######## block 1 ########
$ cat config.mk
export PLATFORM = sky130hd
export DESIGN_NAME = nr_residual_rom
export DESIGN_NICKNAME = d
export VERILOG_FILES = /design/src/rtl/nr_residual_checker_pkg.sv /design/src/rtl/nr_residual_checker_rom.sv
export SDC_FILE = /design/constraint.sdc
export NUM_CORES = 1
export LEC_CHECK = 0
export CAP_MARGIN = 0
export CORE_UTILIZATION = 47
export DETAILED_ROUTE_END_ITERATION = 7
export PLACE_DENSITY = 0.92
export SYNTH_ARGS = -nofsm -noshare
export SYNTH_HDL_FRONTEND = slang
export SYNTH_SLANG_ARGS = --single-unit
$ cat constraint.sdc
create_clock -name vclk -period 2.05
set_clock_uncertainty 0.2 [all_clocks]
set_input_delay 0.3075 -clock vclk [all_inputs]
set_output_delay 0.3075 -clock vclk [all_outputs]
set_load 0.03 [all_outputs]
$ cat src/rtl/nr_residual_checker_pkg.sv
// Shared types and constants for the Newton-Raphson residual checker:
// FP constants, FSM states and the micro-op record driving the shared FP units.
package nr_fp_pkg;

   localparam logic [31:0] FP_ONE      = 32'h3F800000;
   localparam logic [31:0] FP_TWO      = 32'h40000000;
   localparam logic [31:0] FP_THREE    = 32'h40400000;
   localparam logic [31:0] TOL_DEFAULT = 32'h3A83126F;
   localparam int          NSTEPS_C    = 22;
   localparam int          NSCR        = 22;

   // Scratch slots 19..21 hold the final residuals F1..F3.
   localparam logic [4:0] IDX_F1 = 5'd19;
   localparam logic [4:0] IDX_F2 = 5'd20;
   localparam logic [4:0] IDX_F3 = 5'd21;

   typedef enum logic [1:0] {IDLE, EVAL, CHECK, HOLD} state_e;

   typedef enum logic [1:0] {OP_MUL, OP_ADD, OP_SUB} uop_e;

   typedef enum logic [4:0] {
      S_T0, S_T1, S_T2, S_T3, S_T4, S_T5, S_T6, S_T7, S_T8, S_T9,
      S_T10, S_T11, S_T12, S_T13, S_T14, S_T15, S_T16, S_T17, S_T18,
      S_X1, S_X2, S_X3, S_ONE, S_TWO, S_THREE
   } src_e;

   typedef struct packed {
      uop_e       op;
      src_e       src_a;
      src_e       src_b;
      logic [4:0] dst;
   } uop_t;

   // Magnitude compare on raw bits; NaN/Inf fail regardless of the limit.
   function automatic logic res_ok(input logic [31:0] f, input logic [31:0] tol);
      return (f[30:23] != 8'hFF) && (f[30:0] <= tol[30:0]);
   endfunction

endpackage

$ cat src/rtl/nr_residual_checker_rom.sv
// Fixed 22-step micro-op schedule evaluating f1, f2, f3 on one MUL and one ADD/SUB.
module nr_residual_rom
   import nr_fp_pkg::*;
(
   input  logic [4:0] step_i,
   output uop_t       uop_o
);
   always_comb begin
      uop_o = '{OP_MUL, S_X1, S_X1, 5'd0};
      case (step_i)
         5'd0:  uop_o = '{OP_MUL, S_X1,    S_X1,  5'd0};
         5'd1:  uop_o = '{OP_ADD, S_X1,    S_X1,  5'd1};
         5'd2:  uop_o = '{OP_MUL, S_X2,    S_X2,  5'd2};
         5'd3:  uop_o = '{OP_SUB, S_T0,    S_T1,  5'd3};
         5'd4:  uop_o = '{OP_ADD, S_T3,    S_T2,  5'd4};
         5'd5:  uop_o = '{OP_SUB, S_T4,    S_X3,  5'd5};
         5'd6:  uop_o = '{OP_ADD, S_T5,    S_ONE, IDX_F1};
         5'd7:  uop_o = '{OP_MUL, S_X1,    S_T2,  5'd6};
         5'd8:  uop_o = '{OP_MUL, S_THREE, S_X2,  5'd7};
         5'd9:  uop_o = '{OP_MUL, S_X2,    S_X3,  5'd8};
         5'd10: uop_o = '{OP_SUB, S_T6,    S_X1,  5'd9};
         5'd11: uop_o = '{OP_SUB, S_T9,    S_T7,  5'd10};
         5'd12: uop_o = '{OP_ADD, S_T10,   S_T8,  5'd11};
         5'd13: uop_o = '{OP_ADD, S_T11,   S_TWO, IDX_F2};
         5'd14: uop_o = '{OP_MUL, S_X3,    S_X3,  5'd12};
         5'd15: uop_o = '{OP_MUL, S_X1,    S_T12, 5'd13};
         5'd16: uop_o = '{OP_MUL, S_THREE, S_X3,  5'd14};
         5'd17: uop_o = '{OP_MUL, S_T12,   S_X2,  5'd15};
         5'd18: uop_o = '{OP_MUL, S_X1,    S_X2,  5'd16};
         5'd19: uop_o = '{OP_SUB, S_T13,   S_T14, 5'd17};
         5'd20: uop_o = '{OP_ADD, S_T17,   S_T15, 5'd18};
         5'd21: uop_o = '{OP_ADD, S_T18,   S_T16, IDX_F3};
         default: uop_o = '{OP_MUL, S_X1, S_X1, 5'd0};
      endcase
   end
endmodule

Figure 1. Ports around the boundary (block 1).
(6 px per um) Pins as bars across the die edge, other pins in grey.
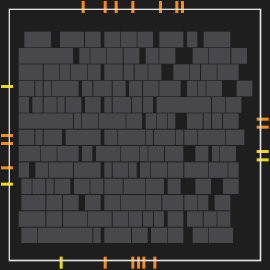
step_i -> yellow  # pins 5, direction input, edge 2 left, 2 right, 1 bottom
uop_o -> orange  # pins 17, direction output, edge 7 top, 5 bottom, 3 left, 2 right
all pins by edge = 7 top, 6 bottom, 5 left, 4 right
die x size: 41.6 um
vertical die size: 41.6 um

Figure 2. Metal 2 (block 1).
(10 px per um) Cells faint in the background.
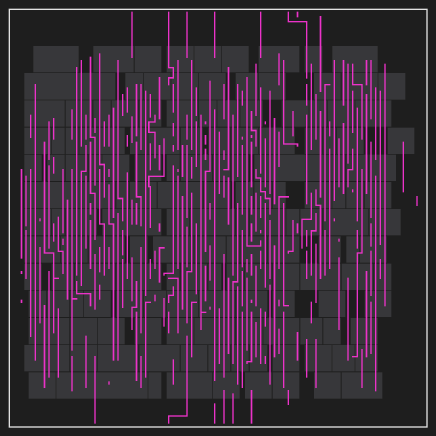
main direction = vertical
nets with wire on the layer = 146
wire length on this layer = 1,460 um
share of all routed wire = 50%
longest straight run = 27.5 um
drt total wl: 2.92 mm
GR Layer Usage met2: 54.1%
DR vias: 1,043

Figure 3. Signal wires by layer (block 1).
(12 px per um) Two of the layers only.
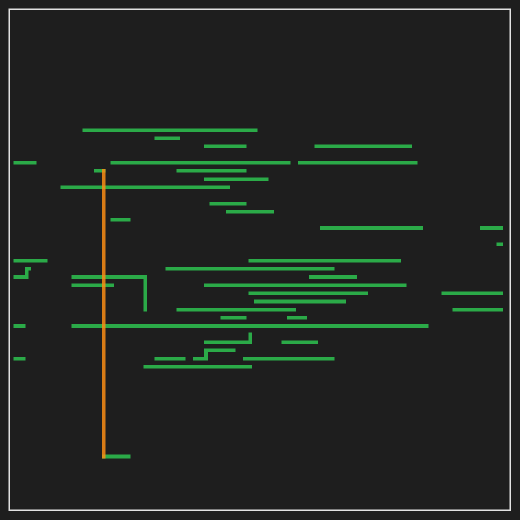
M3 -> green  # wire length 260 um
M4 -> orange  # wire length 23.8 um
wire per inst: 17.5 um
GRT Total Usage: 32.3%

what timing repair did:
item	4_1_cts	5_1_grt
resized	36	15
pin swaps	3	4
endpoints found under the setup margin	17	12
buffers inserted	0	0
critical path, stage by stage:
cell and delay, ns:
buf_2 0.13, buf_6 0.13, buf_6 0.13, or2_4 0.25, buf_4 0.14, a21oi_1 0.19, a211oi_2 0.06, buf_4 0.17
routing by layer:
metal,wire length (um),track usage [%]
met4,23,9.03
met1,1170,45.2
met3,259,0.435
met5,0,0
met2,1460,54.1
stage by stage:
step | utilization, % | cell area, um^2 | worst slack (ns) | std cells
global route | 87.9 | 1210 | -0.00617 | 167
floorplan | - | 763 | -0.126 | 104
detailed placement | 83.4 | 1150 | -0.736 | 167
global placement | 83.4 | 1150 | -0.709 | 167
finish | 87.9 | 1210 | 0.0180 | 167
CTS | 84.9 | 1170 | 0.00552 | 167
kinds of logic (layout without fill, tap and decap cells):
group | after synthesis | count (layout)
muxes | 4 | 4
AOI/OAI and AO/OA | 41 | 41
and+or+nand+nor | 36 | 36
buffers and inverters | 12 | 60
adders and majority gates | 11 | 11
==> ci_impl_report.md <==
### Metrics collected by this job

| Metric | Value |
|---|---|
| Status | `complete, no violations` |
| Layout cells sized above 1 | `47.4%` |
| Clk. pwr | `0 W` |
| Hold Path Cell Cnt | `5` |
| HP Class | `in2out` |
| Register area | `0 um^2` |
| Hold Vio Cnt, Final | `0` |
| Clk tree area frac | `0%` |
| Logic pwr share | `100.0%` |
| Sw Share | `55.7%` |
| Adder Share, Synth | `18.6%` |
| Fin crit period | `2.03 ns` |
| Post-Syn Nets | `120` |
| Worst Setup End Kind | `output port` |
| FFs & Latches | `0` |
| Fp_density | `53.4%` |
| Syn Std Cell Area | `738 um^2` |
| Simple-Gate Area Share | `26.4%` |
| DR pass1 iterations | `7` |
| Least-Margin Pin Slew | `0.282 ns` |
| Cycle use final | `99.1%` |
| Cells after synthesis | `104` |
| P_comb | `0.000347 W` |
| Peak supply drop | `0.200 mV` |
| Final tally of setup violations | `0` |
| Signal buffers | `55` |
| Dominant cell type by area after synthesis | `ha_1` |
| Area Overhead vs Synth | `64.6%` |
| Avg Cell Area, Syn | `7.10 um^2` |

######## block 2 ########
<file path="src/rtl/servo_pkg.sv">
// Shared state encoding, duty limit and the round-robin channel search for the servo sequencer.
// Pure declarations and combinational helpers; no latency, no backpressure.
package servo_pkg;

    typedef enum logic [1:0] {
        IDLE    = 2'd0,
        LOAD    = 2'd1,
        RUN     = 2'd2,
        ADVANCE = 2'd3
    } seqState_t;

    localparam logic [20:0] DUTY_MAX_DEF = 21'd200000;
    localparam int          MAX_SERVOS   = 16;

    // Returns {wrap, idx}: first set bit strictly above cur, wrapping modulo n.
    // With only cur set the search lands back on cur and reports a wrap.
    function automatic logic [4:0] next_enabled(
        input logic [15:0] mask,
        input logic [3:0]  cur,
        input logic [4:0]  n
    );
        logic       found;
        logic [3:0] idx;
        logic [4:0] cand;
        found = 1'b0;
        idx   = cur;
        for (int k = 1; k <= MAX_SERVOS; k++) begin
            cand = {1'b0, cur} + 5'(k);
            if (cand >= n) begin
                cand = cand - n;
            end
            if (!found && (5'(k) <= n) && mask[cand[3:0]]) begin
                found = 1'b1;
                idx   = cand[3:0];
            end
        end
        return {(idx <= cur), idx};
    endfunction

endpackage

</file>
<file path="src/rtl/servo_next_sel.sv">
// Combinational next-enabled-channel search with wrap flag.
// Zero latency; no backpressure.
module servo_next_sel
    import servo_pkg::*;
#(
    parameter int NUM_SERVOS = 4,
    parameter int IDX_W      = $clog2(NUM_SERVOS)
) (
    input  logic [NUM_SERVOS-1:0] mask,
    input  logic [IDX_W-1:0]      cur,
    output logic [IDX_W-1:0]      nextIdx,
    output logic                  wrap
);

    logic [4:0] sel;

    assign sel     = next_enabled(16'(mask), 4'(cur), 5'(NUM_SERVOS));
    assign nextIdx = IDX_W'(sel[3:0]);
    assign wrap    = sel[4];

endmodule

</file>
<file path="src/rtl/servo_seq_mux.sv">
// Round-robin servo duty sequencer: shadow/active duty per channel, registered duty bus to the PWM bank.
// Period-end pulse -> new selection two edges later; no backpressure, duty writes accepted every cycle.
module servo_seq_mux
    import servo_pkg::*;
#(
    parameter int                NUM_SERVOS = 4,
    parameter int                DUTY_W     = 21,
    parameter logic [DUTY_W-1:0] DUTY_MAX   = DUTY_W'(DUTY_MAX_DEF),
    parameter int                IDX_W      = $clog2(NUM_SERVOS)
) (
    input  logic                         clk,
    input  logic                         rst_n,
    input  logic                         enable,
    input  logic                         mode_all,
    input  logic [NUM_SERVOS-1:0]        chan_en,
    input  logic                         wr_en,
    input  logic [IDX_W-1:0]             wr_idx,
    input  logic [DUTY_W-1:0]            wr_duty,
    input  logic [NUM_SERVOS-1:0]        period_finished,
    output logic [IDX_W-1:0]             active_idx,
    output logic                         active_done,
    output logic                         seq_wrap,
    output logic [NUM_SERVOS*DUTY_W-1:0] servo_duty
);

    localparam int IDXP_W = IDX_W + 1;

    seqState_t                    state;
    seqState_t                    stateNxt;
    logic [IDX_W-1:0]             idxNxt;
    logic [IDX_W-1:0]             selIdx;
    logic [IDX_W-1:0]             searchFrom;
    logic                         selWrap;
    logic                         goIdle;
    logic                         commit;
    logic                         wrapNxt;
    logic                         wrIdxOk;
    logic [DUTY_W-1:0]            wrClamped;
    logic [DUTY_W-1:0]            shadow    [NUM_SERVOS];
    logic [DUTY_W-1:0]            active    [NUM_SERVOS];
    logic [DUTY_W-1:0]            shadowNxt [NUM_SERVOS];
    logic [DUTY_W-1:0]            activeNxt [NUM_SERVOS];
    logic [NUM_SERVOS*DUTY_W-1:0] dutyNxt;

    assign goIdle      = !enable || (chan_en == '0);
    assign wrIdxOk     = {1'b0, wr_idx} < IDXP_W'(NUM_SERVOS);
    assign wrClamped   = (wr_duty > DUTY_MAX) ? DUTY_MAX : wr_duty;
    assign active_done = period_finished[active_idx];

    // Searching above the top channel yields the lowest enabled one for LOAD.
    assign searchFrom = (state == LOAD) ? IDX_W'(NUM_SERVOS - 1) : active_idx;

    servo_next_sel #(
        .NUM_SERVOS (NUM_SERVOS),
        .IDX_W      (IDX_W)
    ) u_next_sel (
        .mask    (chan_en),
        .cur     (searchFrom),
        .nextIdx (selIdx),
        .wrap    (selWrap)
    );

    always_comb begin
        stateNxt = state;
        idxNxt   = active_idx;
        commit   = 1'b0;
        wrapNxt  = 1'b0;
        if (goIdle) begin
            stateNxt = IDLE;
        end else begin
            case (state)
                IDLE: stateNxt = LOAD;
                LOAD: begin
                    stateNxt = RUN;
                    idxNxt   = selIdx;
                    commit   = 1'b1;
                end
                RUN: begin
                    if (period_finished[active_idx] || !chan_en[active_idx]) begin
                        stateNxt = ADVANCE;
                    end
                end
                ADVANCE: begin
                    stateNxt = RUN;
                    idxNxt   = selIdx;
                    commit   = 1'b1;
                    wrapNxt  = selWrap;
                end
                default: stateNxt = IDLE;
            endcase
        end
    end

    // Commit reads the post-write shadow so a same-cycle write bypasses straight into active.
    always_comb begin
        dutyNxt = '0;
        for (int i = 0; i < NUM_SERVOS; i++) begin
            shadowNxt[i] = shadow[i];
            if (wr_en && wrIdxOk && (wr_idx == IDX_W'(i))) begin
                shadowNxt[i] = wrClamped;
            end
            activeNxt[i] = active[i];
            if (commit && (idxNxt == IDX_W'(i))) begin
                activeNxt[i] = shadowNxt[i];
            end
            if ((stateNxt != IDLE) && chan_en[i] && (mode_all || (idxNxt == IDX_W'(i)))) begin
                dutyNxt[i*DUTY_W +: DUTY_W] = activeNxt[i];
            end
        end
    end

    always_ff @(posedge clk or negedge rst_n) begin
        if (!rst_n) begin
            state      <= IDLE;
            active_idx <= '0;
            seq_wrap   <= 1'b0;
            servo_duty <= '0;
            for (int i = 0; i < NUM_SERVOS; i++) begin
                shadow[i] <= '0;
                active[i] <= '0;
            end
        end else begin
            state      <= stateNxt;
            active_idx <= idxNxt;
            seq_wrap   <= wrapNxt;
            servo_duty <= dutyNxt;
            for (int i = 0; i < NUM_SERVOS; i++) begin
                shadow[i] <= shadowNxt[i];
                active[i] <= activeNxt[i];
            end
        end
    end

endmodule

</file>
<file path="config.mk">
export PLATFORM = sky130hd
export DESIGN_NAME = servo_seq_mux
export DESIGN_NICKNAME = d
export VERILOG_FILES = /design/src/rtl/servo_pkg.sv /design/src/rtl/servo_next_sel.sv /design/src/rtl/servo_seq_mux.sv
export SDC_FILE = /design/constraint.sdc
export NUM_CORES = 1
export LEC_CHECK = 0
export ABC_AREA = 1
export CAP_MARGIN = 20
export CORE_ASPECT_RATIO = 0.7
export CORE_UTILIZATION = 55
export CTS_CLUSTER_DIAMETER = 40
export CTS_CLUSTER_SIZE = 14
export DETAILED_ROUTE_END_ITERATION = 10
export PLACE_DENSITY = 0.9
export SETUP_SLACK_MARGIN = 0.3
export SLEW_MARGIN = 20
export SYNTH_ARGS = -nofsm -noshare
export SYNTH_HDL_FRONTEND = slang
export SYNTH_SLANG_ARGS = --single-unit
export TNS_END_PERCENT = 30
</file>
<file path="constraint.sdc">
create_clock -name clk -period 3.2 [get_ports clk]
set_input_delay 0.64 -clock clk [delete_from_list [all_inputs] [get_ports clk]]
set_output_delay 0.64 -clock clk [all_outputs]
set_load 0.01 [all_outputs]
</file>
Figure 4. Metal 2 (block 2).
(2 px per um) Cells faint in the background.
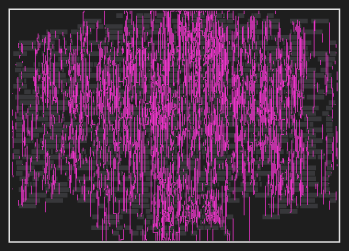
longest straight run = 53.4 um
share of all routed wire = 49%
wire length on this layer = 11,800 um
main direction = vertical
nets with wire on the layer = 1,058
DR vias: 7,680
drt total wl: 24.1 mm
GR Layer Usage met2: 41.5%

Figure 5. Ports around the boundary (block 2).
(1.5 px per um) Pins as bars across the die edge, other pins in grey.
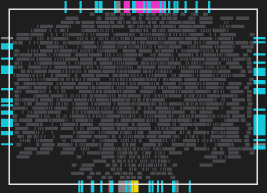
servo_duty -> cyan  # pins 84, direction output, edge 27 right, 21 left, 20 top, 16 bottom
chan_en -> yellow  # pins 4, direction input, edge bottom
active_done -> red  # pins 1, direction output, edge bottom
wr_duty -> magenta  # pins 21, direction input, edge top
vertical die size: 116 um
port bufs: 123

Figure 6. Routed clock nets over the placement (block 2).
(3 px per um)
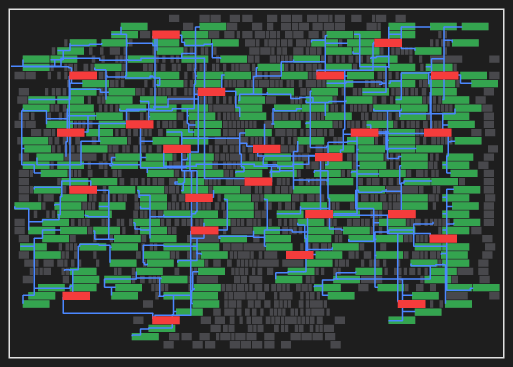
flip-flops -> green  # count 257
clock wires -> blue  # length 2,760 um
clock-net drivers -> red  # count 24
flops lie = spread over the die
skew final: 0.0137 ns
Late-Pin Clk Latency: 0.51 ns
Clk. pwr: 0.00291 W

==> ci_impl_report.md <==
### Metrics collected by this job

| Metric | Value |
|---|---|
| Status | `complete, no violations` |
| Post-Syn Nets | `1,137` |
| Routed met2 length | `11.8 mm` |
| H-Tree Depth | `1` |
| Top cell excl fill/tap | `dfrtp_1` |
| Core Region | `0.0181 mm^2` |
| Int Power | `0.00703 W` |
| Avg Cell Area, Syn | `9.25 um^2` |
| Seq pwr share | `41.5%` |
| Initial antenna violation count | `0` |
| Crit path max fanout | `9` |
| Ys flop type | `dfrtp_1` |
| Pins Over Slew Limit | `0` |
| Placed Area | `0.0117 mm^2` |
| Post-synth seq share | `63.4%` |
| Asr flop ratio synth | `100%` |
| Via/cell ratio | `5.19` |
| Cell with the most instances after synthesis | `dfrtp_1` |
| IO Count | `124` |
| Yosys chip area | `0.0102 mm^2` |
stage by stage:
stage,worst slack (ns),std cells
after global placement,0.239,1436
final,0.522,1479
after floorplan,0.930,1097
after detailed placement,0.0791,1436
after CTS,0.347,1474
after global routing,0.325,1479
area by class of cell:
class | instances | area [um^2]
clock buffer | 30 | 644
clock inverter | 8 | 144
fill | 1277 | 5460
inverter | 212 | 800
multi-input combinational | 586 | 2750
sequential | 257 | 6430
tap | 236 | 295
timing repair buffer | 150 | 1540
worst max-delay path: cells and delay by family (launching register included):
family | cells | cell delay, ns
flip-flops | 1 | 0.46
adder cells (fa/ha/maj) | 1 | 0.33
buffers and inverters | 5 | 0.53
AND/OR/NAND/NOR | 11 | 1.22
power groups by stage:
stage	clock network, W	registers, W	logic [W]
after global placement	0	0.00429	0.00277
final	0.00291	0.00428	0.00312
after detailed placement	0	0.00432	0.00291
after floorplan	0	0.00434	0.00184
after CTS	0.00295	0.00428	0.00299
after global routing	0.00310	0.00434	0.00348
kinds of logic after synthesis:
family                   count (synthesis)  synth area share [%]
AND/OR/NAND/NOR                        436                  18.4
flip-flops                             257                  63.4
buffers and inverters                  254                  9.87
AND-OR/OR-AND                          146                  7.85
adder cells (fa/ha/maj)                  4                 0.493

######## block 3 ########
Figure 7. Routed clock nets over the placement (block 3).
(4 px per um)
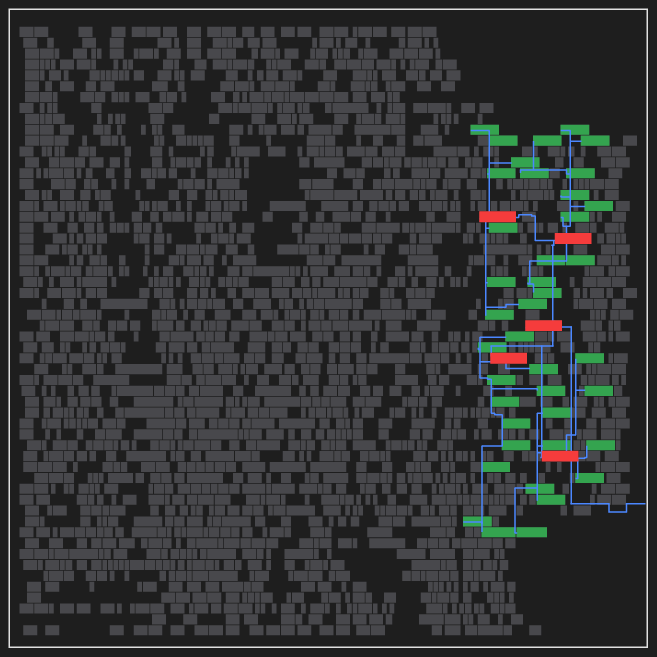
Figure 8. Clock routing (block 3).
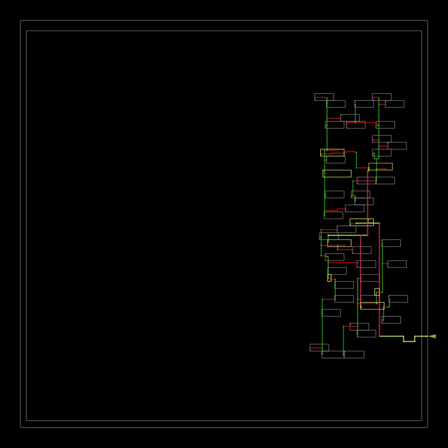
Figure 9. Metal 2 (block 3).
(2 px per um) Cells faint in the background.
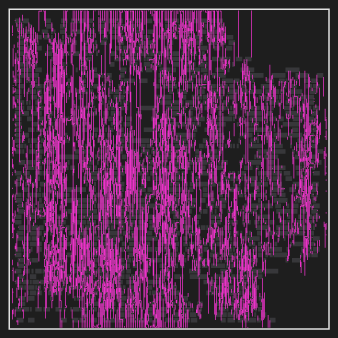
`src/rtl/alu_issue_arbiter_if.sv`:
```
// Issue-side and CDB-side signals of the shared add/sub ALU arbiter.
// The slave modport is the arbiter; the master modport drives requests and consumes the CDB.
interface alu_issue_arbiter_if #(
  parameter int NUM_REQ = 4,
  parameter int TAG_W   = 4,
  parameter int DATA_W  = 32
);
  // Handshakes: a request on port k issues in the cycle req_valid_i[k] & req_ready_o[k];
  // a result transfers in the cycle cdb_valid_o & cdb_ready_i, and may be held
  // indefinitely while cdb_ready_i is low.
  logic                      flush_i;
  logic [NUM_REQ-1:0]        req_valid_i;
  logic [NUM_REQ*DATA_W-1:0] req_a_i;
  logic [NUM_REQ*DATA_W-1:0] req_b_i;
  logic [NUM_REQ-1:0]        req_op_i;
  logic [NUM_REQ*TAG_W-1:0]  req_tag_i;
  logic [NUM_REQ-1:0]        req_ready_o;
  logic                      cdb_valid_o;
  logic                      cdb_ready_i;
  logic [TAG_W-1:0]          cdb_tag_o;
  logic [DATA_W-1:0]         cdb_data_o;
  logic                      cdb_neg_o;
  logic                      cdb_zero_o;
  logic                      busy_o;

  modport slave (
    input  flush_i, req_valid_i, req_a_i, req_b_i, req_op_i, req_tag_i, cdb_ready_i,
    output req_ready_o, cdb_valid_o, cdb_tag_o, cdb_data_o, cdb_neg_o, cdb_zero_o, busy_o
  );

  modport master (
    output flush_i, req_valid_i, req_a_i, req_b_i, req_op_i, req_tag_i, cdb_ready_i,
    input  req_ready_o, cdb_valid_o, cdb_tag_o, cdb_data_o, cdb_neg_o, cdb_zero_o, busy_o
  );
endinterface

```
`src/rtl/alu_issue_arbiter.sv`:
```
// Round-robin arbiter sharing one add/sub ALU between issue ports; the result is registered
// and presented on the CDB with its tag, flags and a one-entry EMPTY/FULL output stage.
module alu_issue_arbiter #(
  parameter int NUM_REQ = 4,
  parameter int TAG_W   = 4,
  parameter int DATA_W  = 32
) (
  input  logic                  clk_i,
  input  logic                  rst_i,
  alu_issue_arbiter_if.slave    bus,
  output logic                  dbg_full_o
);
  localparam int PTR_W = $clog2(NUM_REQ);

  typedef enum logic {EMPTY = 1'b0, FULL = 1'b1} state_e;

  state_e             state_q;
  logic [PTR_W-1:0]   ptr_q;
  logic [TAG_W-1:0]   tag_q;
  logic [DATA_W-1:0]  data_q;
  logic               neg_q;
  logic               zero_q;

  logic [DATA_W-1:0]  a_arr   [NUM_REQ];
  logic [DATA_W-1:0]  b_arr   [NUM_REQ];
  logic [TAG_W-1:0]   tag_arr [NUM_REQ];

  logic               found;
  logic [PTR_W-1:0]   win_idx;
  logic [PTR_W-1:0]   cand;
  logic [PTR_W-1:0]   ptr_d;
  logic               can_issue;
  logic               grant;
  logic [NUM_REQ-1:0] grant_vec;
  logic [DATA_W-1:0]  alu_res;

  always_comb begin
    for (int k = 0; k < NUM_REQ; k++) begin
      a_arr[k]   = bus.req_a_i[k*DATA_W +: DATA_W];
      b_arr[k]   = bus.req_b_i[k*DATA_W +: DATA_W];
      tag_arr[k] = bus.req_tag_i[k*TAG_W +: TAG_W];
    end
  end

  // Search starts at the pointer and wraps, so the first hit is the round-robin winner.
  always_comb begin
    found   = 1'b0;
    win_idx = '0;
    cand    = '0;
    for (int k = 0; k < NUM_REQ; k++) begin
      cand = PTR_W'((int'(ptr_q) + k) % NUM_REQ);
      if (!found && bus.req_valid_i[cand]) begin
        found   = 1'b1;
        win_idx = cand;
      end
    end
  end

  assign can_issue = (state_q == EMPTY) || bus.cdb_ready_i;
  assign grant     = found && can_issue && !bus.flush_i && !rst_i;
  assign grant_vec = grant ? (NUM_REQ'(1) << win_idx) : '0;
  assign ptr_d     = (win_idx == PTR_W'(NUM_REQ - 1)) ? '0 : win_idx + PTR_W'(1);
  assign alu_res   = bus.req_op_i[win_idx] ? (a_arr[win_idx] - b_arr[win_idx])
                                           : (a_arr[win_idx] + b_arr[win_idx]);

  // Flush wins over a pending drain; on flush the stale payload is left in place but invalid.
  always_ff @(posedge clk_i) begin
    if (rst_i) begin
      state_q <= EMPTY;
      ptr_q   <= '0;
      tag_q   <= '0;
      data_q  <= '0;
      neg_q   <= 1'b0;
      zero_q  <= 1'b0;
    end else if (bus.flush_i) begin
      state_q <= EMPTY;
    end else if (grant) begin
      state_q <= FULL;
      ptr_q   <= ptr_d;
      tag_q   <= tag_arr[win_idx];
      data_q  <= alu_res;
      neg_q   <= alu_res[DATA_W-1];
      zero_q  <= (alu_res == '0);
    end else if (state_q == FULL && bus.cdb_ready_i) begin
      state_q <= EMPTY;
    end
  end

  assign bus.req_ready_o = grant_vec;
  assign bus.cdb_valid_o = (state_q == FULL);
  assign bus.busy_o      = (state_q == FULL);
  assign bus.cdb_tag_o   = tag_q;
  assign bus.cdb_data_o  = data_q;
  assign bus.cdb_neg_o   = neg_q;
  assign bus.cdb_zero_o  = zero_q;
  assign dbg_full_o      = (state_q == FULL);
endmodule
```
`src/flat_wrapper.sv`:
```
// flat-port wrapper written by rule: the top's interface ports become plain ports
module alu_issue_arbiter_flat 
#(
  parameter int NUM_REQ = 4,
  parameter int TAG_W   = 4,
  parameter int DATA_W  = 32
)
  (clk_i, rst_i, dbg_full_o, bus_flush_i, bus_req_valid_i, bus_req_a_i, bus_req_b_i, bus_req_op_i, bus_req_tag_i, bus_cdb_ready_i, bus_req_ready_o, bus_cdb_valid_o, bus_cdb_tag_o, bus_cdb_data_o, bus_cdb_neg_o, bus_cdb_zero_o, bus_busy_o);
  alu_issue_arbiter_if #(.NUM_REQ(NUM_REQ), .TAG_W(TAG_W), .DATA_W(DATA_W)) bus_i ();
  input  logic clk_i;
  input  logic rst_i;
  output logic dbg_full_o;
  input wire logic [$bits(bus_i.flush_i)-1:0] bus_flush_i;
  input wire logic [$bits(bus_i.req_valid_i)-1:0] bus_req_valid_i;
  input wire logic [$bits(bus_i.req_a_i)-1:0] bus_req_a_i;
  input wire logic [$bits(bus_i.req_b_i)-1:0] bus_req_b_i;
  input wire logic [$bits(bus_i.req_op_i)-1:0] bus_req_op_i;
  input wire logic [$bits(bus_i.req_tag_i)-1:0] bus_req_tag_i;
  input wire logic [$bits(bus_i.cdb_ready_i)-1:0] bus_cdb_ready_i;
  output wire logic [$bits(bus_i.req_ready_o)-1:0] bus_req_ready_o;
  output wire logic [$bits(bus_i.cdb_valid_o)-1:0] bus_cdb_valid_o;
  output wire logic [$bits(bus_i.cdb_tag_o)-1:0] bus_cdb_tag_o;
  output wire logic [$bits(bus_i.cdb_data_o)-1:0] bus_cdb_data_o;
  output wire logic [$bits(bus_i.cdb_neg_o)-1:0] bus_cdb_neg_o;
  output wire logic [$bits(bus_i.cdb_zero_o)-1:0] bus_cdb_zero_o;
  output wire logic [$bits(bus_i.busy_o)-1:0] bus_busy_o;
  assign bus_i.flush_i = bus_flush_i;
  assign bus_i.req_valid_i = bus_req_valid_i;
  assign bus_i.req_a_i = bus_req_a_i;
  assign bus_i.req_b_i = bus_req_b_i;
  assign bus_i.req_op_i = bus_req_op_i;
  assign bus_i.req_tag_i = bus_req_tag_i;
  assign bus_i.cdb_ready_i = bus_cdb_ready_i;
  assign bus_req_ready_o = bus_i.req_ready_o;
  assign bus_cdb_valid_o = bus_i.cdb_valid_o;
  assign bus_cdb_tag_o = bus_i.cdb_tag_o;
  assign bus_cdb_data_o = bus_i.cdb_data_o;
  assign bus_cdb_neg_o = bus_i.cdb_neg_o;
  assign bus_cdb_zero_o = bus_i.cdb_zero_o;
  assign bus_busy_o = bus_i.busy_o;
  alu_issue_arbiter #(.NUM_REQ(NUM_REQ), .TAG_W(TAG_W), .DATA_W(DATA_W)) u_core (.clk_i(clk_i), .rst_i(rst_i), .bus(bus_i), .dbg_full_o(dbg_full_o));
endmodule
```
`config.mk`:
```
export PLATFORM = sky130hd
export DESIGN_NAME = alu_issue_arbiter_flat
export DESIGN_NICKNAME = d
export VERILOG_FILES = /design/src/rtl/alu_issue_arbiter_if.sv /design/src/rtl/alu_issue_arbiter.sv /design/src/flat_wrapper.sv
export SDC_FILE = /design/constraint.sdc
export NUM_CORES = 1
export LEC_CHECK = 0
export ABC_AREA = 1
export CAP_MARGIN = 20
export CORE_MARGIN = 2
export CORE_UTILIZATION = 30
export DETAILED_ROUTE_END_ITERATION = 7
export MAX_ROUTING_LAYER = met4
export PLACE_DENSITY = 0.66
export SLEW_MARGIN = 20
export SYNTH_ARGS = -nofsm -noshare
export SYNTH_HDL_FRONTEND = slang
export SYNTH_SLANG_ARGS = --single-unit
```
`constraint.sdc`:
```
create_clock -name clk_i -period 4.05 [get_ports clk_i]
set_input_delay 0.405 -clock clk_i [delete_from_list [all_inputs] [get_ports clk_i]]
set_output_delay 0.405 -clock clk_i [all_outputs]
set_load 0.005 [all_outputs]
```
==> ci_impl_report.md <==
### Metrics collected by this job

| Metric | Value |
|---|---|
| Status | `finished with violations` |
| Cell with the most instances after synthesis | `nand2_1` |
| Reg2reg end | `u_core.bus.cdb_zero_o` |
| Crit path max-delay family | `simple AND/OR/NAND/NOR gates` |
| # rows | `56` |
| H-Tree Depth | `2` |
| GRT Total Usage | `24.8%` |
| Aoi share | `17.6%` |
| Syn Std Cell Area | `0.00722 mm^2` |
| Reg2Reg Launch Point | `u_core.ptr_q[0]` |
| Post-route setup slack | `-0.827 ns` |
| Remaining DRCs | `0` |
| Yosys cell count | `1,310` |
| Fin crit period | `4.88 ns` |
| Area Overhead vs Synth | `103%` |
| Final tally of setup violations | `20` |
| Crit path max fanout | `7` |
| Failing checks | `negative setup slack` |
| Met1 wire length | `14.7 mm` |
| Detailed placement HPWL | `26.2 mm` |
| Finished Core Util | `62.4%` |
| Layout cells sized above 1 | `32.2%` |
| CP max-delay cell | `ha_1` |
| Comb gates | `1,038` |
| Asr flop ratio synth | `0%` |
Notes on Figure 7 above:
clock-net drivers -> red  # count 5
clock wires -> blue  # length 533 um
flip-flops -> green  # count 40
routed clock nets = 6
clock power share: 2.9%
skew final: 0.00504 ns
Clk. pwr: 0.000440 W
Late-Pin Clk Latency: 0.28 ns

Notes on Figure 8 above:
FFs & Latches: 40
Num Clock Sinks: 40
Clock Buffer Count: 6
cts bufs inserted: 5

Notes on Figure 9 above:
nets with wire on the layer = 1,795
share of all routed wire = 49%
main direction = vertical
longest straight run = 78.5 um
GR Layer Usage met2: 43.9%
drt total wl: 33.6 mm
DR vias: 10,600

## flip-flops by register name (all words and copies together), names as in the netlist
| register | flops |
|---|---|
| u_core.bus.cdb_data_o | 31 |
| u_core.bus.cdb_tag_o | 4 |
| u_core.ptr_q | 2 |
| u_core.bus.busy_o | 1 |
| u_core.bus.cdb_neg_o | 1 |
| u_core.bus.cdb_zero_o | 1 |
## per-stage QoR
stage               total power [W]  cells  hold slack [ns]  cell area (um^2)
floorplan                   0.00571   1310            0.462              7260
global placement             0.0108   2122            0.469             12400
detailed placement           0.0108   2122            0.477             12400
CTS                          0.0127   2166            0.485             13500
global route                 0.0163   2197            0.520             14700
finish                       0.0151   2197            0.491             14700
## worst max path at each step
stage | slack, ns | endpoint | cells past startpoint
2_1_floorplan | 0.02 | u_core.bus.cdb_zero_o | 34
3_3_place_gp | -1.13 | u_core.bus.cdb_zero_o | 33
3_5_place_dp | -1.32 | u_core.bus.cdb_zero_o | 34
4_1_cts | -0.63 | u_core.bus.cdb_zero_o | 35
5_1_grt | -1.17 | u_core.bus.cdb_zero_o | 35
6_report | -0.83 | u_core.bus.cdb_zero_o | 35

######## block 4 ########
Figure 10. Ports around the boundary (block 4).
(3 px per um) Pins as bars across the die edge, other pins in grey.
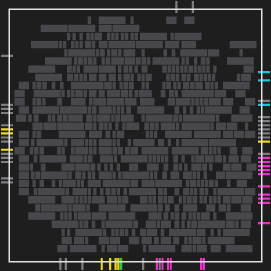
Figure 11. Metal 2 (block 4).
(4 px per um) Cells faint in the background.
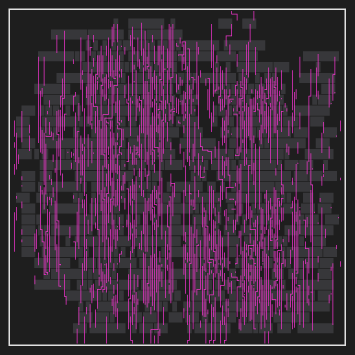
Figure 12. Clock routing (block 4).
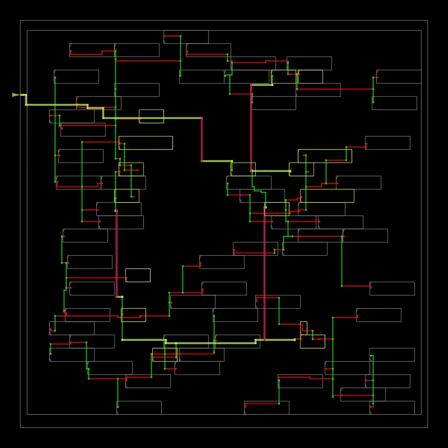
### src/rtl/quench_reset_sequencer.sv
// quench_reset_sequencer
//
// Sequences the quench and recharge drivers of a single-photon avalanche
// detector. An avalanche edge seen while ARMED launches one fixed sequence:
// QUENCH -> DEAD -> RESET -> HOLD (HOLD skipped when its length is zero).
// The sequence then returns to ARMED, or to IDLE if enable has dropped.
// Accepted avalanches are counted in a saturating counter.
//
// Ports
//   clk, rst        rising-edge clock, asynchronous active-high reset
//   enable          arms the detector; sampled only in IDLE/ARMED and at sequence end
//   aval_in         asynchronous avalanche comparator output
//   q_len/r_len/h_len  quench / recharge / hold-off lengths in clk cycles
//   cnt_clr         synchronous photon counter clear
//   quench_en_n     quench driver enable (active-low), low whenever not IDLE
//   quench_pwm      quench drive pulse
//   rst_en, rst_pwm recharge driver enable and drive pulse
//   busy            high during QUENCH/DEAD/RESET/HOLD
//   event_pulse     one-cycle strobe per accepted avalanche
//   photon_cnt      accepted-event count, saturating
//   cnt_sat         sticky, set when photon_cnt reaches all-ones
//   state_dbg       current FSM state encoding, for observation only
//
// Handshake note: there is no valid/ready traffic here; aval_in is a raw
// asynchronous level and event_pulse is a fire-and-forget strobe.

module quench_reset_sequencer #(
  parameter int LEN_W = 8,
  parameter int CNT_W = 16
) (
  input  logic             clk,
  input  logic             rst,
  input  logic             enable,
  input  logic             aval_in,
  input  logic [LEN_W-1:0] q_len,
  input  logic [LEN_W-1:0] r_len,
  input  logic [LEN_W-1:0] h_len,
  input  logic             cnt_clr,
  output logic             quench_en_n,
  output logic             quench_pwm,
  output logic             rst_en,
  output logic             rst_pwm,
  output logic             busy,
  output logic             event_pulse,
  output logic [CNT_W-1:0] photon_cnt,
  output logic             cnt_sat,
  output logic [2:0]       state_dbg
);

  typedef enum logic [2:0] {
    IDLE   = 3'd0,
    ARMED  = 3'd1,
    QUENCH = 3'd2,
    DEAD   = 3'd3,
    RESET  = 3'd4,
    HOLD   = 3'd5
  } state_t;

  localparam logic [CNT_W-1:0] CNT_MAX = '1;
  localparam logic [CNT_W-1:0] CNT_ONE = {{(CNT_W-1){1'b0}}, 1'b1};

  state_t           state;
  logic             sync1, sync2, sync3;
  logic             edge_det;
  logic             accept;
  logic [LEN_W-1:0] q_len_l, r_len_l, h_len_l;
  logic [LEN_W-1:0] phase_cnt;
  logic [LEN_W:0]   cnt_inc;
  logic             q_done, r_done, h_done;

  assign state_dbg = state;

  // Two-flop synchronizer plus one extra stage for rising-edge detection.
  always_ff @(posedge clk or posedge rst) begin
    if (rst) begin
      sync1 <= 1'b0;
      sync2 <= 1'b0;
      sync3 <= 1'b0;
    end else begin
      sync1 <= aval_in;
      sync2 <= sync1;
      sync3 <= sync2;
    end
  end

  assign edge_det = sync2 & ~sync3;
  // A disarm request in ARMED wins over a coincident edge.
  assign accept   = (state == ARMED) && enable && edge_det;

  // phase_cnt counts up from 0 in each timed phase; a phase of length L
  // ends when phase_cnt+1 >= L, so L=0 behaves as L=1 where that applies.
  assign cnt_inc = {1'b0, phase_cnt} + {{LEN_W{1'b0}}, 1'b1};
  assign q_done  = cnt_inc >= {1'b0, q_len_l};
  assign r_done  = cnt_inc >= {1'b0, r_len_l};
  assign h_done  = cnt_inc >= {1'b0, h_len_l};

  always_ff @(posedge clk or posedge rst) begin
    if (rst) begin
      state       <= IDLE;
      q_len_l     <= '0;
      r_len_l     <= '0;
      h_len_l     <= '0;
      phase_cnt   <= '0;
      quench_en_n <= 1'b1;
      quench_pwm  <= 1'b0;
      rst_en      <= 1'b0;
      rst_pwm     <= 1'b0;
      busy        <= 1'b0;
      event_pulse <= 1'b0;
    end else begin
      event_pulse <= 1'b0;
      case (state)
        IDLE: begin
          if (enable) begin
            state       <= ARMED;
            quench_en_n <= 1'b0;
          end
        end
        ARMED: begin
          if (!enable) begin
            state       <= IDLE;
            quench_en_n <= 1'b1;
          end else if (edge_det) begin
            state       <= QUENCH;
            q_len_l     <= q_len;
            r_len_l     <= r_len;
            h_len_l     <= h_len;
            phase_cnt   <= '0;
            quench_pwm  <= 1'b1;
            busy        <= 1'b1;
            event_pulse <= 1'b1;
          end
        end
        QUENCH: begin
          if (q_done) begin
            state      <= DEAD;
            quench_pwm <= 1'b0;
            rst_en     <= 1'b1;
          end else begin
            phase_cnt <= cnt_inc[LEN_W-1:0];
          end
        end
        DEAD: begin
          // Single gap cycle keeps the two drive pulses non-adjacent.
          state     <= RESET;
          rst_pwm   <= 1'b1;
          phase_cnt <= '0;
        end
        RESET: begin
          if (r_done) begin
            rst_pwm   <= 1'b0;
            rst_en    <= 1'b0;
            phase_cnt <= '0;
            if (h_len_l == '0) begin
              state       <= enable ? ARMED : IDLE;
              busy        <= 1'b0;
              quench_en_n <= ~enable;
            end else begin
              state <= HOLD;
            end
          end else begin
            phase_cnt <= cnt_inc[LEN_W-1:0];
          end
        end
        HOLD: begin
          if (h_done) begin
            state       <= enable ? ARMED : IDLE;
            busy        <= 1'b0;
            quench_en_n <= ~enable;
          end else begin
            phase_cnt <= cnt_inc[LEN_W-1:0];
          end
        end
        default: begin
          state       <= IDLE;
          quench_en_n <= 1'b1;
          quench_pwm  <= 1'b0;
          rst_en      <= 1'b0;
          rst_pwm     <= 1'b0;
          busy        <= 1'b0;
        end
      endcase
    end
  end

  // Saturating photon counter; a clear coinciding with an event leaves 1.
  always_ff @(posedge clk or posedge rst) begin
    if (rst) begin
      photon_cnt <= '0;
      cnt_sat    <= 1'b0;
    end else if (cnt_clr) begin
      photon_cnt <= accept ? CNT_ONE : '0;
      cnt_sat    <= 1'b0;
    end else if (accept && (photon_cnt != CNT_MAX)) begin
      photon_cnt <= photon_cnt + CNT_ONE;
      if (photon_cnt == (CNT_MAX - CNT_ONE)) cnt_sat <= 1'b1;
    end
  end

endmodule

### config.mk
export PLATFORM = sky130hd
export DESIGN_NAME = quench_reset_sequencer
export DESIGN_NICKNAME = d
export VERILOG_FILES = /design/src/rtl/quench_reset_sequencer.sv
export SDC_FILE = /design/constraint.sdc
export NUM_CORES = 1
export LEC_CHECK = 0
export ABC_AREA = 1
export ABC_CLOCK_PERIOD_IN_PS = 2760
export CAP_MARGIN = 20
export CORE_UTILIZATION = 55
export CTS_BUF_LIST = sky130_fd_sc_hd__clkbuf_8 sky130_fd_sc_hd__clkbuf_16
export CTS_CLUSTER_SIZE = 12
export DETAILED_ROUTE_END_ITERATION = 10
export PLACE_DENSITY = 0.89
export SYNTH_ARGS = -nofsm -noshare
export SYNTH_HDL_FRONTEND = slang
export SYNTH_SLANG_ARGS = --single-unit
### constraint.sdc
create_clock -name clk -period 2.76 [get_ports clk]
set_input_delay 0.552 -clock clk [delete_from_list [all_inputs] [get_ports clk]]
set_output_delay 0.552 -clock clk [all_outputs]
set_load 0.02 [all_outputs]
==> ci_impl_report.md <==
### Metrics collected by this job

| Metric | Value |
|---|---|
| Comb gates | `338` |
| Via/cell ratio | `5.51` |
| Initial antenna violation count | `0` |
| Int Power | `0.00238 W` |
| Pwr dens | `840 mW/mm^2` |
| Yosys cell count | `474` |
| Crit path max fanout | `11` |
| First-pass GRT wire length | `14.9 mm` |
| Worst path arrival time | `2.88 ns` |
| Crit path max-delay family | `simple AND/OR/NAND/NOR gates` |
| Routed met2 length | `4.44 mm` |
| Seq/total area | `33.2%` |
| Crit path largest cell delay | `0.41 ns` |
| Synth cell types | `37` |
| Worst Hold Launch | `sync1` |
| Area Overhead vs Synth | `25.7%` |
| FFs & Latches | `61` |
| Post-synth seq share | `41.7%` |
| Status | `complete, no violations` |
| Detailed placement HPWL | `6.21 mm` |
| Max-Cap Viols | `0` |
| Largest net degree at the start of global routing | `48` |
| CTS Root Cell | `clkbuf_8` |
| Simple-Gate Area Share | `28.1%` |
## Picture notes: Figure 10
h_len -> yellow  # pins 8, direction input, edge 4 bottom, 3 left, 1 right
event_pulse -> green  # pins 1, direction output, edge bottom
photon_cnt -> magenta  # pins 16, direction output, edge 10 right, 6 bottom
state_dbg -> cyan  # pins 3, direction output, edge right
die x size: 83.6 um
port bufs: 54
vertical die size: 83.6 um

## Picture notes: Figure 11
main direction = vertical
longest straight run = 36.4 um
wire length on this layer = 4,440 um
nets with wire on the layer = 492
share of all routed wire = 50%
GR Layer Usage met2: 45.4%
drt total wl: 8.91 mm
DR vias: 3,419

## Picture notes: Figure 12
Clk. pwr: 0.00103 W
Num Clock Sinks: 61
Late-Pin Clk Latency: 0.34 ns
cts bufs inserted: 9
Clock Buffer Count: 12

-- per-stage QoR --
stage	cell area, um^2	setup TNS (ns)
after floorplan	3670	0
after global placement	4300	0
after detailed placement	4300	0
after CTS	4560	0
after global routing	4610	-0.00858
final	4610	0
-- cells in the mapped netlist, drive strengths merged --
cell type | instances | area, um^2
nor2 | 35 | 156
o21bai | 1 | 7.51
nor3b | 2 | 15.0
nor3 | 6 | 40.0
nand4 | 3 | 18.8
o21ai | 30 | 150
xor2 | 10 | 87.6
xnor2 | 3 | 26.3
a21oi | 18 | 90.1
nand3 | 25 | 125
dfstp | 1 | 26.3
a21boi | 4 | 30.0
o211ai | 1 | 7.51
inv | 67 | 254
clkbuf | 2 | 7.51
clkinv | 1 | 8.76
o21a | 1 | 7.51
nand2 | 155 | 616
or2 | 3 | 18.8
ha | 27 | 338
o31ai | 6 | 45.0
dfrtp | 60 | 1500
buf | 5 | 37.5
a31oi | 2 | 12.5
and3 | 1 | 6.26
nor4 | 4 | 25.0
nand3b | 1 | 7.51

######## block 5 ########
Figure 13. Clock routing (block 5).
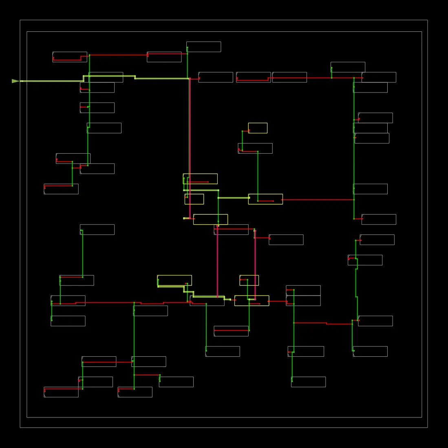
Figure 14. Metal 2 (block 5).
(3 px per um) Cells faint in the background.
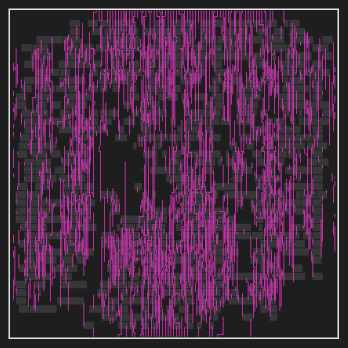
## src/rtl/noc_output_allocator.sv

```systemverilog
// ============================================================================
// Module      : noc_output_allocator
// Description : Wormhole output-port allocator with round-robin head arbitration,
//               head-to-tail locking, registered flit mux and credit flow control.
// Revision    : 1.0 - initial release
// ============================================================================
`default_nettype none

module noc_output_allocator #(
    parameter int N_IN    = 4,
    parameter int FLIT_W  = 34,
    parameter int CREDITS = 4
) (
    input  logic                      clk,
    input  logic                      arst,
    input  logic [N_IN-1:0]           in_valid,
    input  logic [N_IN-1:0]           in_head,
    input  logic [N_IN-1:0]           in_tail,
    input  logic [N_IN*FLIT_W-1:0]    in_data,
    output logic [N_IN-1:0]           in_ready,
    output logic                      out_valid,
    output logic [FLIT_W-1:0]         out_data,
    output logic                      out_head,
    output logic                      out_tail,
    input  logic                      credit_i,
    output logic [$clog2(N_IN)-1:0]   owner_o,
    output logic                      locked_o,
    output logic                      err_o
);

    localparam int c_IW = $clog2(N_IN);
    localparam int c_CW = $clog2(CREDITS + 1);
    localparam logic [c_CW-1:0] c_CREDITS = c_CW'(CREDITS);

    typedef enum logic [0:0] {
        S_IDLE = 1'b0,
        S_LOCK = 1'b1
    } state_t;

    state_t            r_state;
    logic [c_IW-1:0]   r_rr_ptr;
    logic [c_IW-1:0]   r_owner;
    logic [c_CW-1:0]   r_credit_cnt;
    logic              r_out_valid;
    logic [FLIT_W-1:0] r_out_data;
    logic              r_out_head;
    logic              r_out_tail;
    logic              r_err;

    logic [N_IN-1:0]   w_cand;
    logic              w_found;
    logic [c_IW-1:0]   w_grant_idx;
    logic [c_IW-1:0]   w_next_rr;
    logic [c_IW-1:0]   w_sel;
    logic [N_IN-1:0]   w_ready;
    logic              w_has_credit;
    logic              w_tx;

    assign w_cand       = in_valid & in_head;
    assign w_has_credit = (r_credit_cnt != '0);

    // Rotating priority search starting at the round-robin pointer
    always_comb begin
        int v_idx;
        v_idx       = 0;
        w_found     = 1'b0;
        w_grant_idx = '0;
        for (int i = 0; i < N_IN; i++) begin
            v_idx = int'(r_rr_ptr) + i;
            if (v_idx >= N_IN) begin
                v_idx = v_idx - N_IN;
            end
            if (!w_found && w_cand[v_idx]) begin
                w_found     = 1'b1;
                w_grant_idx = c_IW'(v_idx);
            end
        end
    end

    assign w_next_rr = (int'(w_grant_idx) == N_IN - 1) ? '0 : w_grant_idx + 1'b1;

    // Ready is forced low while reset is held so no flit can be lost into reset
    always_comb begin
        w_ready = '0;
        if (arst && w_has_credit) begin
            if (r_state == S_IDLE) begin
                if (w_found) begin
                    w_ready[w_grant_idx] = 1'b1;
                end
            end else if (in_valid[r_owner]) begin
                w_ready[r_owner] = 1'b1;
            end
        end
    end

    assign w_sel    = (r_state == S_LOCK) ? r_owner : w_grant_idx;
    assign w_tx     = |(in_valid & w_ready);
    assign in_ready = w_ready;

    always_ff @(posedge clk or negedge arst) begin
        if (!arst) begin
            r_state      <= S_IDLE;
            r_rr_ptr     <= '0;
            r_owner      <= '0;
            r_credit_cnt <= c_CREDITS;
            r_out_valid  <= 1'b0;
            r_out_data   <= '0;
            r_out_head   <= 1'b0;
            r_out_tail   <= 1'b0;
            r_err        <= 1'b0;
        end else begin
            r_out_valid <= w_tx;
            if (w_tx) begin
                r_out_data <= in_data[w_sel*FLIT_W +: FLIT_W];
                r_out_head <= in_head[w_sel];
                r_out_tail <= in_tail[w_sel];
            end

            case ({w_tx, credit_i})
                2'b10: r_credit_cnt <= r_credit_cnt - 1'b1;
                2'b01: begin
                    if (r_credit_cnt == c_CREDITS) begin
                        r_err <= 1'b1;
                    end else begin
                        r_credit_cnt <= r_credit_cnt + 1'b1;
                    end
                end
                default: ;
            endcase

            case (r_state)
                S_IDLE: begin
                    if (|(in_valid & ~in_head)) begin
                        r_err <= 1'b1;
                    end
                    if (w_tx) begin
                        r_owner  <= w_grant_idx;
                        r_rr_ptr <= w_next_rr;
                        if (!in_tail[w_grant_idx]) begin
                            r_state <= S_LOCK;
                        end
                    end
                end
                S_LOCK: begin
                    if (w_tx) begin
                        // A stray head inside a packet is flagged but forwarded as body
                        if (in_head[r_owner]) begin
                            r_err <= 1'b1;
                        end
                        if (in_tail[r_owner]) begin
                            r_state <= S_IDLE;
                        end
                    end
                end
                default: r_state <= S_IDLE;
            endcase
        end
    end

    assign out_valid = r_out_valid;
    assign out_data  = r_out_data;
    assign out_head  = r_out_head;
    assign out_tail  = r_out_tail;
    assign owner_o   = r_owner;
    assign locked_o  = (r_state == S_LOCK);
    assign err_o     = r_err;

endmodule

`default_nettype wire

```

## config.mk

```make
export PLATFORM = sky130hd
export DESIGN_NAME = noc_output_allocator
export DESIGN_NICKNAME = d
export VERILOG_FILES = /design/src/rtl/noc_output_allocator.sv
export SDC_FILE = /design/constraint.sdc
export NUM_CORES = 1
export LEC_CHECK = 0
export CORE_MARGIN = 1.5
export CORE_UTILIZATION = 39
export CTS_BUF_LIST = sky130_fd_sc_hd__clkbuf_8 sky130_fd_sc_hd__clkbuf_16
export CTS_CLUSTER_SIZE = 24
export DETAILED_ROUTE_END_ITERATION = 12
export GPL_ROUTABILITY_DRIVEN = 0
export GPL_TIMING_DRIVEN = 0
export PLACE_DENSITY = 0.79
export SYNTH_ARGS = -nofsm -noshare
export SYNTH_HDL_FRONTEND = slang
export SYNTH_SLANG_ARGS = --single-unit
```

## constraint.sdc

```tcl
create_clock -name clk -period 3.5 [get_ports clk]
set_input_delay 0.7 -clock clk [delete_from_list [all_inputs] [get_ports clk]]
set_output_delay 0.7 -clock clk [all_outputs]
set_load 0.1 [all_outputs]
```

==> ci_impl_report.md <==
### Metrics collected by this job

| Metric | Value |
|---|---|
| Status | `complete, no violations` |
| Worst setup path startpoint | `in_valid[3]` |
| Reg2reg end | `r_credit_cnt[1]` |
| CP bufs+invs | `4` |
| Worst path arrival time | `3.59 ns` |
| Cell with the most instances after synthesis | `dfrtp_1` |
| Leading cell kind | `logic gates` |
| Yosys chip area | `0.00440 mm^2` |
| Logic area | `0.00300 mm^2` |
| Late-Pin Clk Latency | `0.29 ns` |
| Wire per inst | `20.5 um` |
| Seq/total area | `16.8%` |
| Routed met2 length | `8.28 mm` |
| Post-synth area hogs | `dfrtp_1, a221oi_2, mux2i_1, o211a_1, a22oi_1` |
| Asr flop ratio synth | `100%` |
| Yosys cell count | `445` |
| Final non-clock buffer share | `33.9%` |
| Ys flop type | `dfrtp_1` |
| Post-route cell area | `0.00686 mm^2` |
| Register area | `0.00115 mm^2` |
Notes on Figure 13 above:
Clock Buffer Count: 8
cts bufs inserted: 5
FFs & Latches: 46

Notes on Figure 14 above:
nets with wire on the layer = 720
longest straight run = 53.2 um
share of all routed wire = 50%
DR vias: 4,765
GR Layer Usage met2: 47.0%

-- per-stage QoR --
stage               hold slack (ns)  util [%]  setup slack, ns  total power (W)
floorplan                     0.404         -          -0.0184          0.00449
global route                  0.366      62.7          -0.0940          0.00670
global placement              0.462      60.0            -2.08          0.00560
finish                        0.348      62.7           0.0823          0.00638
CTS                           0.348      62.4          0.00602          0.00633
detailed placement            0.469      60.1            -1.24          0.00570
-- kinds of logic after synthesis --
family                   share of synthesized area (%)
multiplexers                                      10.8
AND/OR/NAND/NOR                                   15.2
adder cells (fa/ha/maj)                           1.59
flip-flops                                        26.2
buffers and inverters                             7.23
AND-OR/OR-AND                                     39.0
-- worst min-delay path by stage --
stage | start | endpoint | slack [ns] | depth (start not counted)
after CTS | arst | out_data[11] | 0.35 | 1
after global routing | arst | out_data[11] | 0.37 | 1
final | arst | out_data[11] | 0.35 | 1
after global placement | err_o | err_o | 0.46 | 1
after detailed placement | err_o | err_o | 0.47 | 1
after floorplan | arst | err_o | 0.40 | 0
-- registers in the layout (all words and copies together), names as in the netlist --
register,cells
err_o,1
locked_o,1
out_data,34
out_head,1
out_tail,1
out_valid,1
owner_o,2
r_credit_cnt,3
r_rr_ptr,2


==> screenshots <==
Cells coloured by class.
panel A
(3 px per um) Fill, decap, tap and diode cells in grey.
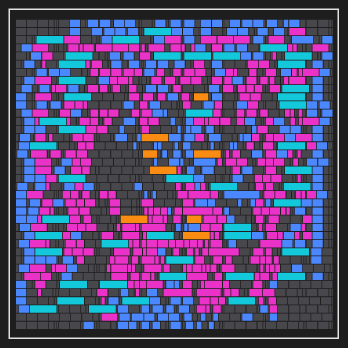
panel B
(4 px per um) Fill, decap, tap and diode cells in grey.
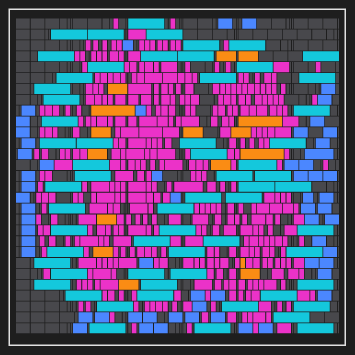
panel C
(10 px per um) Fill, decap, tap and diode cells in grey.
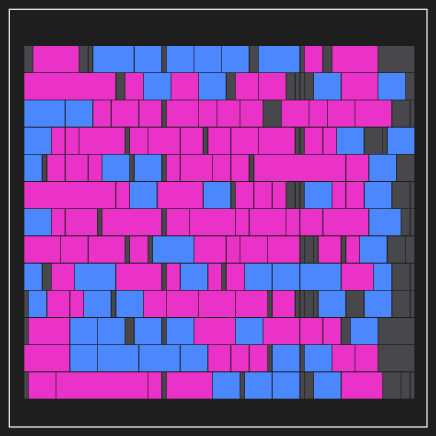
panel D
(2 px per um) Fill, decap, tap and diode cells in grey.
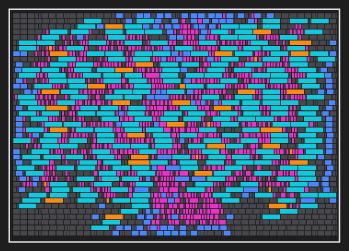
panel E
(2 px per um) Fill, decap, tap and diode cells in grey.
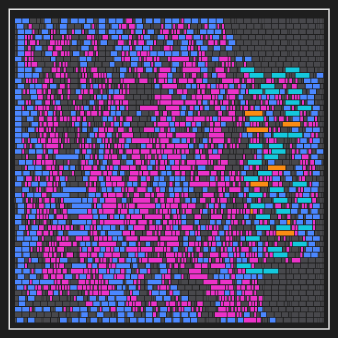
Of these, fewest cells: panel C
Of these, smallest die: panel C
Block 4 is panel B.
Block 1 is panel C.
Block 5 is panel A.
Block 3 is panel E.
Block 2 is panel D.

Key to panel D:
clock drivers and dummy loads -> orange  # cells 38
registers -> cyan  # cells 257
remaining buffers and delay cells -> blue  # cells 150
remaining logic cells -> magenta  # cells 798

Power is estimated from default activity; no workload was simulated.
